# design 1

==> design_1/ff_map.png <==
Drawn at 4 px/um. Other cells in grey.
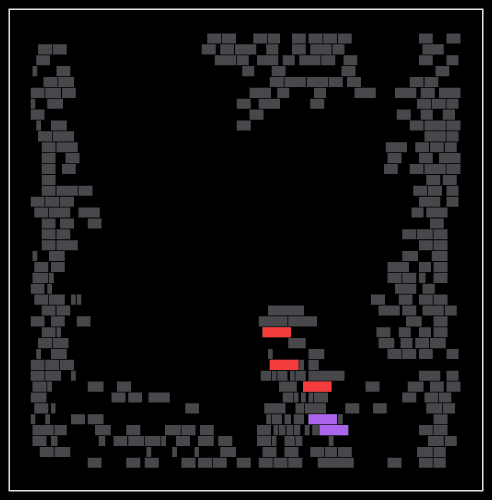
==> design_1/layers.png <==
Drawn at 4 px/um. Two of the layers only.
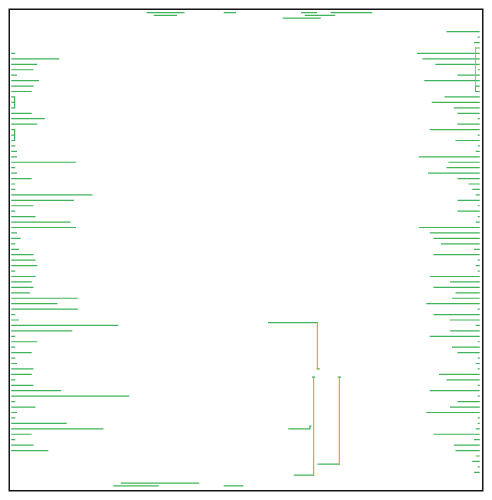
==> src/rtl/dmem_arb_pkg.sv <==
// Shared types and defaults for the data-memory arbiter.
//   owner_t : owner of an in-flight synchronous read
//   AW_DEF / DW_DEF : default address / data widths
package dmem_arb_pkg;

  typedef enum logic [1:0] {
    OWN_NONE = 2'd0,
    OWN_CPU  = 2'd1,
    OWN_DMA  = 2'd2
  } owner_t;

  localparam int unsigned AW_DEF = 32;
  localparam int unsigned DW_DEF = 32;

endpackage

==> src/rtl/dmem_arb_starve_ctr.sv <==
// Saturating starvation counter for the DMA port.
// Ports:
//   clk    : clock, rising edge
//   rst    : synchronous, active-low reset (count -> 0)
//   inc    : count one more denied cycle (saturates at MAX_WAIT)
//   clr    : clear the count (wins over inc)
//   at_max : count has reached MAX_WAIT
module dmem_arb_starve_ctr #(
  parameter int unsigned MAX_WAIT = 4
) (
  input  logic clk,
  input  logic rst,
  input  logic inc,
  input  logic clr,
  output logic at_max
);

  localparam int unsigned CW = $clog2(MAX_WAIT + 1);

  logic [CW-1:0] cnt;

  assign at_max = (cnt == CW'(MAX_WAIT));

  always_ff @(posedge clk) begin
    if (!rst) begin
      cnt <= '0;
    end else if (clr) begin
      cnt <= '0;
    end else if (inc && !at_max) begin
      cnt <= cnt + 1'b1;
    end
  end

endmodule

==> src/rtl/dmem_arbiter.sv <==
// Data-memory arbiter between the pipeline MEM stage (CPU port) and a
// debug/DMA master. CPU has priority; after MAX_WAIT consecutive denied DMA
// cycles the DMA port is granted once and the CPU stalls. Read data returns
// one cycle after grant; the rvalid flags mark which port owns it.
// Ports:
//   clk, rst                       : clock / synchronous active-low reset
//   cpu_req/we/addr/wdata          : CPU access request
//   cpu_stall                      : CPU request not serviced this cycle
//   cpu_rdata/cpu_rvalid           : CPU load data and its valid flag
//   dma_req/we/addr/wdata          : DMA access request
//   dma_gnt                        : DMA request accepted this cycle
//   dma_rdata/dma_rvalid           : DMA read data and its valid flag
//   mem_we/addr/wdata, mem_rdata   : single-port synchronous-read memory
// Optional (macro DMEM_ARB_PERF_EN):
//   cpu_stall_cycles [31:0]        : stalled CPU cycles, wrapping
//   dma_forced_cnt   [15:0]        : forced DMA grants, saturating
module dmem_arbiter
  import dmem_arb_pkg::*;
#(
  parameter int unsigned AW       = AW_DEF,
  parameter int unsigned DW       = DW_DEF,
  parameter int unsigned MAX_WAIT = 4
) (
  input  logic          clk,
  input  logic          rst,
  input  logic          cpu_req,
  input  logic          cpu_we,
  input  logic [AW-1:0] cpu_addr,
  input  logic [DW-1:0] cpu_wdata,
  output logic          cpu_stall,
  output logic [DW-1:0] cpu_rdata,
  output logic          cpu_rvalid,
  input  logic          dma_req,
  input  logic          dma_we,
  input  logic [AW-1:0] dma_addr,
  input  logic [DW-1:0] dma_wdata,
  output logic          dma_gnt,
  output logic [DW-1:0] dma_rdata,
  output logic          dma_rvalid,
  output logic          mem_we,
  output logic [AW-1:0] mem_addr,
  output logic [DW-1:0] mem_wdata,
  input  logic [DW-1:0] mem_rdata
`ifdef DMEM_ARB_PERF_EN
  ,
  output logic [31:0]   cpu_stall_cycles,
  output logic [15:0]   dma_forced_cnt
`endif
);

  logic   at_max;
  logic   force_dma;
  logic   cpu_granted;
  logic   dma_granted;
  owner_t rd_owner;

  dmem_arb_starve_ctr #(
    .MAX_WAIT(MAX_WAIT)
  ) u_starve (
    .clk   (clk),
    .rst   (rst),
    .inc   (dma_req & ~dma_granted),
    .clr   (~dma_req | dma_granted),
    .at_max(at_max)
  );

  // Grants are suppressed entirely while reset is held.
  assign force_dma   = rst & dma_req & at_max;
  assign cpu_granted = rst & ~force_dma & cpu_req;
  assign dma_granted = force_dma | (rst & ~cpu_req & dma_req);

  assign cpu_stall = rst & cpu_req & ~cpu_granted;
  assign dma_gnt   = dma_granted;

  always_comb begin
    mem_addr  = cpu_addr;
    mem_wdata = cpu_wdata;
    mem_we    = cpu_granted & cpu_we;
    if (dma_granted) begin
      mem_addr  = dma_addr;
      mem_wdata = dma_wdata;
      mem_we    = dma_we;
    end
  end

  always_ff @(posedge clk) begin
    if (!rst) begin
      rd_owner <= OWN_NONE;
    end else if (cpu_granted && !cpu_we) begin
      rd_owner <= OWN_CPU;
    end else if (dma_granted && !dma_we) begin
      rd_owner <= OWN_DMA;
    end else begin
      rd_owner <= OWN_NONE;
    end
  end

  // rvalid is also masked by rst so a read granted just before reset
  // asserts never delivers a response.
  assign cpu_rvalid = rst & (rd_owner == OWN_CPU);
  assign dma_rvalid = rst & (rd_owner == OWN_DMA);
  assign cpu_rdata  = mem_rdata;
  assign dma_rdata  = mem_rdata;

`ifdef DMEM_ARB_PERF_EN
  always_ff @(posedge clk) begin
    if (!rst) begin
      cpu_stall_cycles <= '0;
      dma_forced_cnt   <= '0;
    end else begin
      if (cpu_stall) begin
        cpu_stall_cycles <= cpu_stall_cycles + 1'b1;
      end
      if (force_dma && (dma_forced_cnt != '1)) begin
        dma_forced_cnt <= dma_forced_cnt + 1'b1;
      end
    end
  end
`endif

endmodule

==> config.mk <==
export PLATFORM = sky130hd
export DESIGN_NAME = dmem_arbiter
export DESIGN_NICKNAME = d
export VERILOG_FILES = /design/src/rtl/dmem_arb_pkg.sv /design/src/rtl/dmem_arb_starve_ctr.sv /design/src/rtl/dmem_arbiter.sv
export SDC_FILE = /design/constraint.sdc
export NUM_CORES = 1
export LEC_CHECK = 0
export CORE_AREA = 5 5 113 115
export DETAILED_ROUTE_END_ITERATION = 16
export DIE_AREA = 0 0 118 120
export GPL_TIMING_DRIVEN = 1
export RECOVER_POWER = 100
export SLEW_MARGIN = 20
export SYNTH_ARGS = -nofsm -noshare
export SYNTH_HDL_FRONTEND = slang
export SYNTH_SLANG_ARGS = --single-unit
==> constraint.sdc <==
create_clock -name clk -period 2.45 [get_ports clk]
set_clock_uncertainty 0.05 [all_clocks]
set_input_delay 0.3675 -clock clk [delete_from_list [all_inputs] [get_ports clk]]
set_output_delay 0.3675 -clock clk [all_outputs]
set_load 0.02 [all_outputs]
==> impl_metrics.py <==
# Synthesis and PnR figures
metrics = {
    "run_status": {
        "outcome": "finished, final reports clean",
    },
    "synth": {
        "synthesis.nets": 335,
        "syn-mean-instance-area_um2": 9.965,
        "share_of_flip_flops_with_an_asynchronous_set_or_reset_after_synthesis_pct": 0,
        "synth.area.top_cells": "mux2_4 34%, buf_4 29%, mux2_2 18%",
        "synth.top_cells.by_count": "64 x buf_4, 38 x mux2_4, 26 x mux2_2",
        "ys_area_um2": 1664,
        "synth_dominant_cell_count": "buf_4",
        "netlist.area_leader.share_pct": 34.29,
        "netlist_instances": 167,
        "synth_flop_count": 5,
    },
    "final_timing": {
        "finalSetupViolations": 0,
        "finalClockPeriodUsage_pct": 97.56,
        "hold_viol": 0,
        "tightest_slew_ns": 0.2769,
    },
    "cells_and_area": {
        "nNetsFinal": 480,
        "fraction_of_area_in_clock_buffers_and_inverters_pct": 2.373,
        "combGateArea_um2": 994.7,
        "layout.cells.most_common": "clkdlybuf4s50_1",
        "largest_registers": "u_starve.cnt (3), rd_owner (2)",
        "buffer_area_share_pct": 58.68,
    },
    "drt": {
        "top_layer": "met4",
        "routed_wl_um": 6616,
        "drt_first_pass_iters": 5,
    },
    "setup_path": {
        "slowest_delay_ns": 0.48,
        "worst-path-buf-inv": 3,
    },
    "global_route": {
        "vias_in_the_first_global_route": 1904,
        "grt_met2_use_pct": 14.67,
        "met3_grt_util_pct": 4.430,
    },
    "place": {
        "preCtsSetupSlack_ns": -0.1913,
    },
    "pwr": {
        "clkPwrFrac_pct": 29.6,
        "p_comb_mw": 0.562,
    },
    "die": {
        "fp_util_pct": 14.21,
        "row_count": 40,
    },
    "cts": {
        "clock_tree.buffer_depth": 2,
        "cts-htree-levels": 1,
    },
}
## Picture notes: design_1/ff_map.png
legend:
  purple:
    name_in_the_netlist: rd_owner
    flops: 2
  red:
    name_in_the_netlist: u_starve.cnt
    flops: 3
fraction of area in registers: 3.013%
Util after Layout: 28.37%
power attributed to sequential cells: 0.0847 mW
total area of sequential cells: 100.1 um2

## Picture notes: design_1/layers.png
legend:
  orange:
    layer: M4
    wire_length: 67.3 um
  green:
    layer: M3
    wire_length: 1,000 um


# design 2

### src/rtl/smips_pkg.sv
// Shared types and constants for the smips instruction-memory loader path.
package smips_pkg;

  typedef enum logic [2:0] {
    IDLE,
    CNT,
    DATA,
    CSUM,
    DONE,
    ERR
  } loader_state_t;

  localparam int LOADER_CNT_W = 16;

  typedef logic [31:0] word_t;

endpackage

### src/rtl/byte_packer.sv
// Collects four stream bytes MSB-first into a 32-bit word; word_valid marks
// the byte that completes the word, with the full word presented alongside it.
module byte_packer
  import smips_pkg::*;
(
  input  logic       clk,
  input  logic       rst_n,
  input  logic       byte_valid,
  input  logic [7:0] byte_data,
  input  logic       flush,
  output logic       word_valid,
  output word_t      word
);

  logic [1:0]  lane;
  logic [23:0] shift_q;

  assign word_valid = byte_valid && (lane == 2'd3);
  assign word       = {shift_q, byte_data};

  always_ff @(posedge clk or negedge rst_n) begin
    if (!rst_n) begin
      lane    <= '0;
      shift_q <= '0;
    end else if (flush) begin
      lane    <= '0;
      shift_q <= '0;
    end else if (byte_valid) begin
      lane    <= lane + 2'd1;
      shift_q <= {shift_q[15:0], byte_data};
    end
  end

endmodule

### src/rtl/imem_loader.sv
// Boot-time loader: parses a counted, checksummed byte frame, writes the words
// into instruction memory and releases cpu_hold only after a clean load.
module imem_loader
  import smips_pkg::*;
#(
  parameter logic [31:0] BASE_ADDR = 32'h0000_0000,
  parameter int          MAX_WORDS = 1024
) (
  input  logic        clk,
  input  logic        rst_n,
  input  logic        in_valid,
  input  logic [7:0]  in_data,
  output logic        in_ready,
  input  logic        start,
  output logic        wr_en,
  output logic [31:0] wr_addr,
  output logic [31:0] wr_data,
  output logic        cpu_hold,
  output logic        done,
  output logic        error
);

  loader_state_t state, next_state;

  logic                    alive;
  logic [7:0]              cnt_hi;
  logic [7:0]              csum;
  logic [LOADER_CNT_W-1:0] word_cnt;
  logic [LOADER_CNT_W-1:0] word_idx;
  logic [LOADER_CNT_W-1:0] n_words;
  logic                    accept;
  logic                    rearm;
  logic                    oversize;
  logic                    last_word;
  logic                    pack_valid;
  logic                    word_valid;
  word_t                   word;

  assign accept     = in_valid && in_ready;
  assign rearm      = start && ((state == DONE) || (state == ERR));
  assign n_words    = {cnt_hi, in_data};
  assign oversize   = {{(32-LOADER_CNT_W){1'b0}}, n_words} > MAX_WORDS;
  assign last_word  = (word_idx + LOADER_CNT_W'(1)) == word_cnt;
  assign pack_valid = accept && (state == DATA);

  byte_packer u_packer (
    .clk        (clk),
    .rst_n      (rst_n),
    .byte_valid (pack_valid),
    .byte_data  (in_data),
    .flush      (rearm),
    .word_valid (word_valid),
    .word       (word)
  );

  // Keeps in_ready low until the first clock edge after reset release.
  always_ff @(posedge clk or negedge rst_n) begin
    if (!rst_n) alive <= 1'b0;
    else        alive <= 1'b1;
  end

  always_ff @(posedge clk or negedge rst_n) begin
    if (!rst_n) state <= IDLE;
    else        state <= next_state;
  end

  always_comb begin
    next_state = state;
    unique case (state)
      IDLE: if (accept) next_state = CNT;
      CNT: begin
        if (accept) begin
          if (oversize)              next_state = ERR;
          else if (n_words == '0)    next_state = CSUM;
          else                       next_state = DATA;
        end
      end
      DATA: if (word_valid && last_word) next_state = CSUM;
      CSUM: if (accept) next_state = (in_data == csum) ? DONE : ERR;
      DONE, ERR: if (start) next_state = IDLE;
      default: next_state = IDLE;
    endcase
  end

  always_comb begin
    in_ready = alive && ((state == IDLE) || (state == CNT) ||
                         (state == DATA) || (state == CSUM));
  end

  // Count capture, running checksum and word index; the checksum byte itself
  // is compared, never folded in.
  always_ff @(posedge clk or negedge rst_n) begin
    if (!rst_n) begin
      cnt_hi   <= '0;
      word_cnt <= '0;
      word_idx <= '0;
      csum     <= '0;
    end else if (rearm) begin
      word_idx <= '0;
      csum     <= '0;
    end else begin
      if (accept && (state != CSUM)) csum <= csum ^ in_data;
      if (accept && (state == IDLE)) cnt_hi <= in_data;
      if (accept && (state == CNT))  word_cnt <= n_words;
      if (word_valid)                word_idx <= word_idx + LOADER_CNT_W'(1);
    end
  end

  // Status follows next_state so done/error/cpu_hold move one cycle after
  // the checksum byte, after the last word's write strobe.
  always_ff @(posedge clk or negedge rst_n) begin
    if (!rst_n) begin
      wr_en    <= 1'b0;
      wr_addr  <= '0;
      wr_data  <= '0;
      cpu_hold <= 1'b1;
      done     <= 1'b0;
      error    <= 1'b0;
    end else begin
      wr_en <= word_valid;
      if (word_valid) begin
        wr_addr <= BASE_ADDR + {{(30-LOADER_CNT_W){1'b0}}, word_idx, 2'b00};
        wr_data <= word;
      end
      done     <= (next_state == DONE);
      error    <= (next_state == ERR);
      cpu_hold <= (next_state != DONE);
    end
  end

endmodule
### config.mk
export PLATFORM = sky130hd
export DESIGN_NAME = imem_loader
export DESIGN_NICKNAME = d
export VERILOG_FILES = /design/src/rtl/smips_pkg.sv /design/src/rtl/byte_packer.sv /design/src/rtl/imem_loader.sv
export SDC_FILE = /design/constraint.sdc
export NUM_CORES = 1
export LEC_CHECK = 0
export CELL_PAD_IN_SITES_DETAIL_PLACEMENT = 1
export CELL_PAD_IN_SITES_GLOBAL_PLACEMENT = 2
export CORE_MARGIN = 4
export CORE_UTILIZATION = 40
export DETAILED_ROUTE_END_ITERATION = 10
export GPL_ROUTABILITY_DRIVEN = 0
export PLACE_DENSITY_LB_ADDON = 0.1
export SYNTH_ARGS = -nofsm -noshare
export SYNTH_HDL_FRONTEND = slang
export SYNTH_HIERARCHICAL = 1
export SYNTH_SLANG_ARGS = --single-unit
### constraint.sdc
create_clock -name clk -period 6.8 [get_ports clk]
set_clock_uncertainty 0.05 [all_clocks]
set_input_delay 0.68 -clock clk [delete_from_list [all_inputs] [get_ports clk]]
set_output_delay 0.68 -clock clk [all_outputs]
set_load 0.02 [all_outputs]
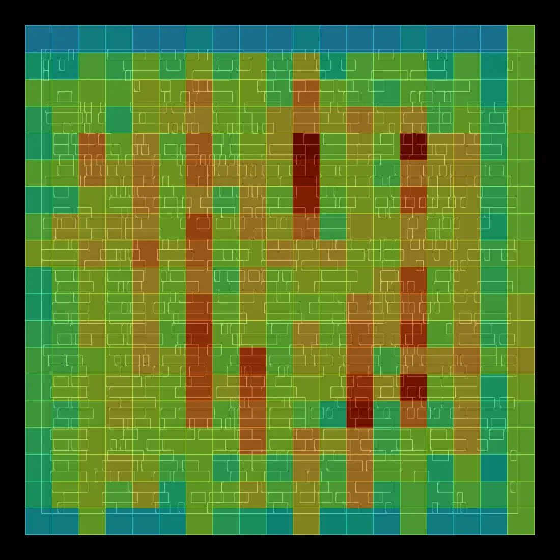
(design_2/congestion_map.png)
global router's overall resource usage: 17.08%
met1 layer usage reported by global route: 21.65%
met3 GRT Util: 4.969%
Util after Layout: 50.03%
grt met2 use: 28.89%

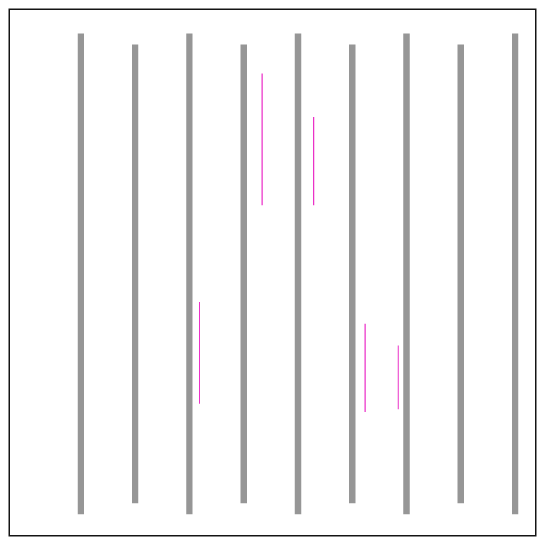
(design_2/m4.png)
Drawn at 4 px/um. Supply wires on this layer in grey.
nets with wire on the layer: 3
wire length on this layer: 117 um

==> impl_metrics.py <==
# Synthesis and PnR figures
metrics = {
    "run_status": {
        "outcome": "finished, final reports clean",
    },
    "setup_path": {
        "worstSetupStartpointType": "input port",
        "crit-reg2reg-launch": "state[2]",
        "worstPathCellList": "clkdlybuf4s50_1 -> nand2_1 -> nor3_2 -> buf_4 -> and2_2 -> buf_4 -> nand4_1 -> or3_1 -> a21oi_1",
    },
    "cells_and_area": {
        "n_all_inverters": 4,
        "clock_buffer_count": 22,
    },
    "place": {
        "port-buffer-count": 64,
    },
    "synth": {
        "synth-compound-area-share_pct": 3.932,
        "top_area_cell": "dfrtp_1",
        "ys_area_um2": 6077,
        "share_of_flip_flops_with_an_asynchronous_set_or_reset_after_synthesis_pct": 100.0,
        "ys_top_logic_family": "multiplexers",
        "yosysWarningCount": 6,
    },
    "drt": {
        "dr_wl_met3_um": 395,
        "vias_per_cell": 5.110,
        "routed-via-count": 3904,
        "drc": 0,
        "dr.first_iter.drc_count": 187,
        "met2_wirelength_um": 7101,
    },
    "cts": {
        "clock_tree.buffer_depth": 2,
        "ctsResizeCount": 0,
    },
    "pwr": {
        "ir_worst_vdd_mv": 0.1903,
        "p_switching_mw": 0.6695,
    },
    "die": {
        "ioPinCount": 81,
    },
    "global_route": {
        "grt_pass1_wl_um": 23500,
    },
}

# design 3

<file path="config.mk">
export PLATFORM = sky130hd
export DESIGN_NAME = tconv2d_engine
export DESIGN_NICKNAME = d
export VERILOG_FILES = /design/src/rtl/tconv_pkg.sv /design/src/rtl/tconv_acc_grid.sv /design/src/rtl/tconv2d_engine.sv
export SDC_FILE = /design/constraint.sdc
export NUM_CORES = 2
export LEC_CHECK = 0
export CORE_MARGIN = 2
export CORE_UTILIZATION = 32
export CTS_BUF_LIST = sky130_fd_sc_hd__clkbuf_4
export CTS_CLUSTER_SIZE = 12
export DETAILED_ROUTE_END_ITERATION = 12
export GPL_TIMING_DRIVEN = 0
export HOLD_SLACK_MARGIN = 0.05
export PLACE_DENSITY_LB_ADDON = 0.08
export REMOVE_ABC_BUFFERS = 1
export SYNTH_ARGS = -nofsm -noshare
export SYNTH_HDL_FRONTEND = slang
export SYNTH_SLANG_ARGS = --single-unit
</file>
<file path="constraint.sdc">
create_clock -name clk -period 12.1 [get_ports clk]
set_input_delay 2.42 -clock clk [delete_from_list [all_inputs] [get_ports clk]]
set_output_delay 2.42 -clock clk [all_outputs]
set_load 0.01 [all_outputs]
</file>
<file path="src/rtl/tconv_pkg.sv">
// Shared types and helpers for the transposed-convolution engine:
// FSM states, output/accumulator sizing and signed saturation.
package tconv_pkg;

  typedef enum logic [1:0] {
    S_IDLE    = 2'd0,
    S_LOAD_K  = 2'd1,
    S_COMPUTE = 2'd2,
    S_DRAIN   = 2'd3
  } state_t;

  function automatic int out_dim(input int n, input int k, input int s);
    return (n - 1) * s + k;
  endfunction

  function automatic int accum_width(input int pw, input int cin,
                                     input int k);
    return 2 * pw + $clog2(cin * k * k);
  endfunction

  function automatic int cw(input int n);
    return (n > 1) ? $clog2(n) : 1;
  endfunction

  function automatic logic signed [63:0] saturate(
    input logic signed [63:0] v,
    input int                 pw
  );
    logic signed [63:0] hi;
    logic signed [63:0] lo;
    hi = (64'sd1 <<< (pw - 1)) - 64'sd1;
    lo = -(64'sd1 <<< (pw - 1));
    if (v > hi) return hi;
    if (v < lo) return lo;
    return v;
  endfunction

endpackage

</file>
<file path="src/rtl/tconv_acc_grid.sv">
// Accumulator array for tconv2d_engine: clears on job start and
// scatter-adds one registered pixel times the KxK kernel per cycle.
module tconv_acc_grid
  import tconv_pkg::*;
#(
  parameter int N      = 2,
  parameter int K      = 3,
  parameter int CIN    = 1,
  parameter int PW     = 8,
  parameter int STRIDE = 2
) (
  input  logic                               clk,
  input  logic                               rst,
  input  logic                               i_clr,
  input  logic                               i_add,
  input  logic signed [PW-1:0]               i_pix,
  input  logic [cw(CIN)-1:0]                 i_ch,
  input  logic [cw(N)-1:0]                   i_row,
  input  logic [cw(N)-1:0]                   i_col,
  input  logic [CIN*K*K*PW-1:0]              i_wts,
  input  logic [cw(out_dim(N,K,STRIDE)**2)-1:0] i_rd_idx,
  output logic signed [accum_width(PW,CIN,K)-1:0] o_rd_data
);

  localparam int OD  = out_dim(N, K, STRIDE);
  localparam int NO  = OD * OD;
  localparam int AW  = accum_width(PW, CIN, K);
  localparam int OIW = cw(NO);

  logic signed [AW-1:0]   r_acc  [NO];
  logic signed [2*PW-1:0] w_prod [K*K];

  function automatic logic [OIW-1:0] pos(input int r, input int c);
    return OIW'(r * OD + c);
  endfunction

  always_comb begin
    for (int t = 0; t < K * K; t++)
      w_prod[t] = i_pix *
        $signed(i_wts[(int'(i_ch) * K * K + t) * PW +: PW]);
  end

  always_ff @(posedge clk) begin
    if (rst || i_clr) begin
      for (int p = 0; p < NO; p++)
        r_acc[p] <= '0;
    end else if (i_add) begin
      // A single pixel never hits the same cell twice, so NBA is safe.
      for (int i = 0; i < K; i++)
        for (int j = 0; j < K; j++)
          r_acc[pos(int'(i_row) * STRIDE + i, int'(i_col) * STRIDE + j)] <=
            r_acc[pos(int'(i_row) * STRIDE + i,
                      int'(i_col) * STRIDE + j)] + AW'(w_prod[i*K+j]);
    end
  end

  assign o_rd_data = r_acc[i_rd_idx];

endmodule

</file>
<file path="src/rtl/tconv2d_engine.sv">
// Streaming transposed-convolution engine: FSM, counters, handshakes.
// Define TCONV_RELU_EN to clamp negative results to 0 before saturation.
module tconv2d_engine
  import tconv_pkg::*;
#(
  parameter int N           = 2,
  parameter int K           = 3,
  parameter int CIN         = 1,
  parameter int PIXEL_WIDTH = 8,
  parameter int STRIDE      = 2
) (
  input  logic                   clk,
  input  logic                   rst,
  input  logic                   start,
  input  logic                   keep_kernel,
  input  logic                   kern_valid,
  output logic                   kern_ready,
  input  logic [PIXEL_WIDTH-1:0] kern_data,
  input  logic                   img_valid,
  output logic                   img_ready,
  input  logic [PIXEL_WIDTH-1:0] img_data,
  output logic                   out_valid,
  input  logic                   out_ready,
  output logic [PIXEL_WIDTH-1:0] out_data,
  output logic                   out_last,
  output logic                   busy,
  output logic                   done
);

  localparam int PW  = PIXEL_WIDTH;
  localparam int OD  = out_dim(N, K, STRIDE);
  localparam int NO  = OD * OD;
  localparam int AW  = accum_width(PW, CIN, K);
  localparam int NW  = CIN * K * K;
  localparam int KCW = cw(NW);
  localparam int CHW = cw(CIN);
  localparam int RCW = cw(N);
  localparam int OIW = cw(NO);

  state_t r_state, w_next;
  logic w_clr, w_kacc, w_iacc, w_oacc;
  logic w_klast, w_plast, w_olast;
  logic r_kstored, r_done, r_px_v;
  logic [KCW-1:0] r_kcnt;
  logic [CHW-1:0] r_c, r_pc;
  logic [RCW-1:0] r_r, r_q, r_pr, r_pq;
  logic signed [PW-1:0] r_px;
  logic [NW*PW-1:0] r_wts;
  logic [OIW-1:0] r_ocnt;
  logic signed [AW-1:0] w_acc_rd, w_rect;
  logic [PW-1:0] w_sat;

  assign w_klast = (r_kcnt == KCW'(NW - 1));
  assign w_plast = (r_c == CHW'(CIN - 1)) && (r_r == RCW'(N - 1)) &&
                   (r_q == RCW'(N - 1));
  assign w_olast = (r_ocnt == OIW'(NO - 1));

  always_comb begin
    w_next     = r_state;
    w_clr      = 1'b0;
    kern_ready = 1'b0;
    img_ready  = 1'b0;
    out_valid  = 1'b0;
    unique case (r_state)
      S_IDLE: if (start) begin
        w_clr  = 1'b1;
        w_next = (keep_kernel && r_kstored) ? S_COMPUTE : S_LOAD_K;
      end
      S_LOAD_K: begin
        kern_ready = 1'b1;
        if (kern_valid && w_klast) w_next = S_COMPUTE;
      end
      S_COMPUTE: begin
        img_ready = 1'b1;
        if (img_valid && w_plast) w_next = S_DRAIN;
      end
      S_DRAIN: begin
        // Hold off one cycle while the last pixel is still accumulating.
        out_valid = !r_px_v;
        if (out_valid && out_ready && w_olast) w_next = S_IDLE;
      end
      default: w_next = S_IDLE;
    endcase
  end

  assign w_kacc = kern_valid && kern_ready;
  assign w_iacc = img_valid && img_ready;
  assign w_oacc = out_valid && out_ready;

  always_ff @(posedge clk) begin
    if (rst) begin
      r_state   <= S_IDLE;
      r_kstored <= 1'b0;
      r_done    <= 1'b0;
      r_px_v    <= 1'b0;
      r_px      <= '0;
      r_pc      <= '0;
      r_pr      <= '0;
      r_pq      <= '0;
      r_kcnt    <= '0;
      r_c       <= '0;
      r_r       <= '0;
      r_q       <= '0;
      r_ocnt    <= '0;
      r_wts     <= '0;
    end else begin
      r_state <= w_next;
      r_done  <= w_oacc && w_olast;
      r_px_v  <= w_iacc;
      r_px    <= img_data;
      r_pc    <= r_c;
      r_pr    <= r_r;
      r_pq    <= r_q;
      if (w_clr) begin
        r_kcnt <= '0;
        r_c    <= '0;
        r_r    <= '0;
        r_q    <= '0;
        r_ocnt <= '0;
      end
      if (w_kacc) begin
        r_wts[r_kcnt*PW +: PW] <= kern_data;
        r_kcnt <= r_kcnt + 1'b1;
        if (w_klast) r_kstored <= 1'b1;
      end
      if (w_iacc) begin
        if (r_q == RCW'(N - 1)) begin
          r_q <= '0;
          if (r_r == RCW'(N - 1)) begin
            r_r <= '0;
            r_c <= r_c + 1'b1;
          end else begin
            r_r <= r_r + 1'b1;
          end
        end else begin
          r_q <= r_q + 1'b1;
        end
      end
      if (w_oacc) r_ocnt <= r_ocnt + 1'b1;
    end
  end

  tconv_acc_grid #(
    .N(N), .K(K), .CIN(CIN), .PW(PW), .STRIDE(STRIDE)
  ) u_grid (
    .clk      (clk),
    .rst      (rst),
    .i_clr    (w_clr),
    .i_add    (r_px_v),
    .i_pix    (r_px),
    .i_ch     (r_pc),
    .i_row    (r_pr),
    .i_col    (r_pq),
    .i_wts    (r_wts),
    .i_rd_idx (r_ocnt),
    .o_rd_data(w_acc_rd)
  );

`ifdef TCONV_RELU_EN
  assign w_rect = w_acc_rd[AW-1] ? '0 : w_acc_rd;
`else
  assign w_rect = w_acc_rd;
`endif

  assign w_sat    = PW'(saturate(64'(w_rect), PW));
  assign out_data = out_valid ? w_sat : '0;
  assign out_last = out_valid && w_olast;
  assign busy     = (r_state != S_IDLE);
  assign done     = r_done;

endmodule

</file>
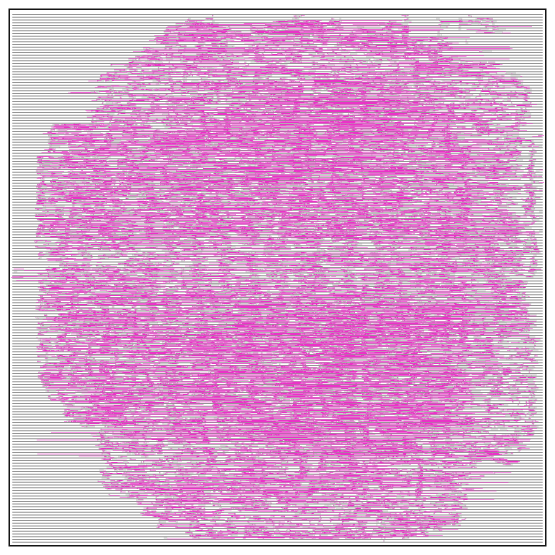
(design_3/m1.png)
Drawn at 1 px/um. Supply wires on this layer in grey. Cells faint in the background.
wire length on this layer: 192 mm
main direction: horizontal
longest straight run: 254 um
share of all routed wire: 39%

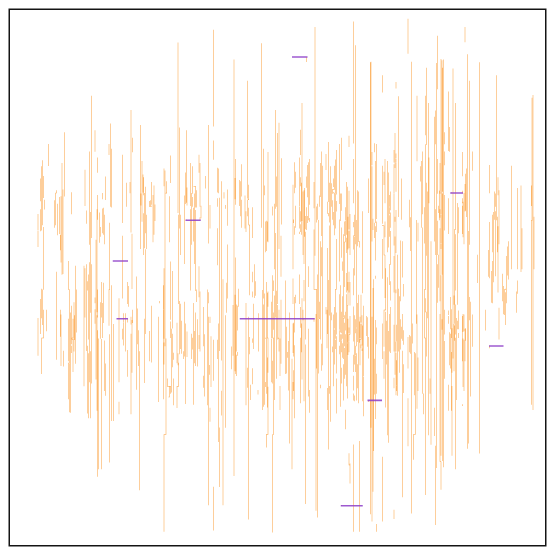
(design_3/layers.png)
Drawn at 1 px/um. Two of the layers only.
legend:
  purple:
    layer: M5
    wire_length: 182 um
  orange:
    layer: M4
    wire_length: 40.1 mm

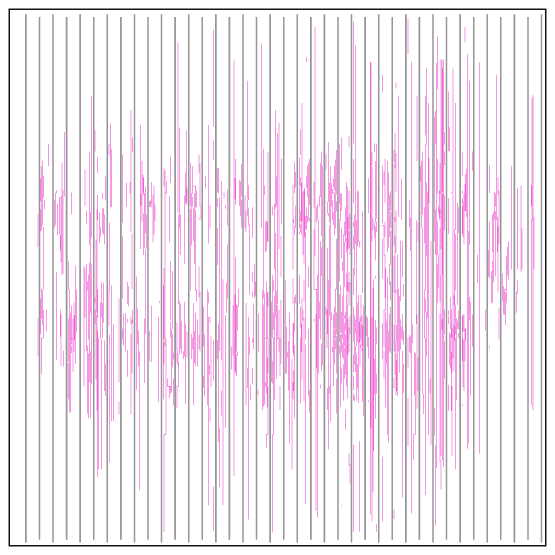
(design_3/m4.png)
Drawn at 1 px/um. Supply wires on this layer in grey.
main direction: vertical
nets with wire on the layer: 485
longest straight run: 452 um
wire length on this layer: 40.1 mm
aggregate routed wire length: 497,600 um
vias post-DR: 80,230

==> impl_metrics.py <==
# Synthesis and PnR figures
metrics = {
    "run_status": {
        "outcome": "finished, violations left",
        "failed_checks": "capacitance limit, slew limit",
    },
    "setup_path": {
        "crit-reg2reg-launch": "r_pr",
    },
    "synth": {
        "yosysWarningCount": 0,
        "synth.top_cells.by_count": "861 x inv_1, 820 x nand2_1, 793 x fa_1",
        "netlist_instances": 8661,
    },
    "die": {
        "die-area_um2": 286100,
    },
    "final_timing": {
        "max_slew_violation_count": 163,
    },
    "global_route": {
        "vias_in_the_first_global_route": 77700,
        "busiest_layer": "met2",
    },
    "drt": {
        "drc": 0,
        "met2_wirelength_um": 201800,
        "top_layer": "met5",
    },
    "flow_run": {
        "max_cap_viol_count": 17,
    },
    "cells_and_area": {
        "buffer_area_share_pct": 4.824,
    },
}

Power and IR drop assume default switching activity.
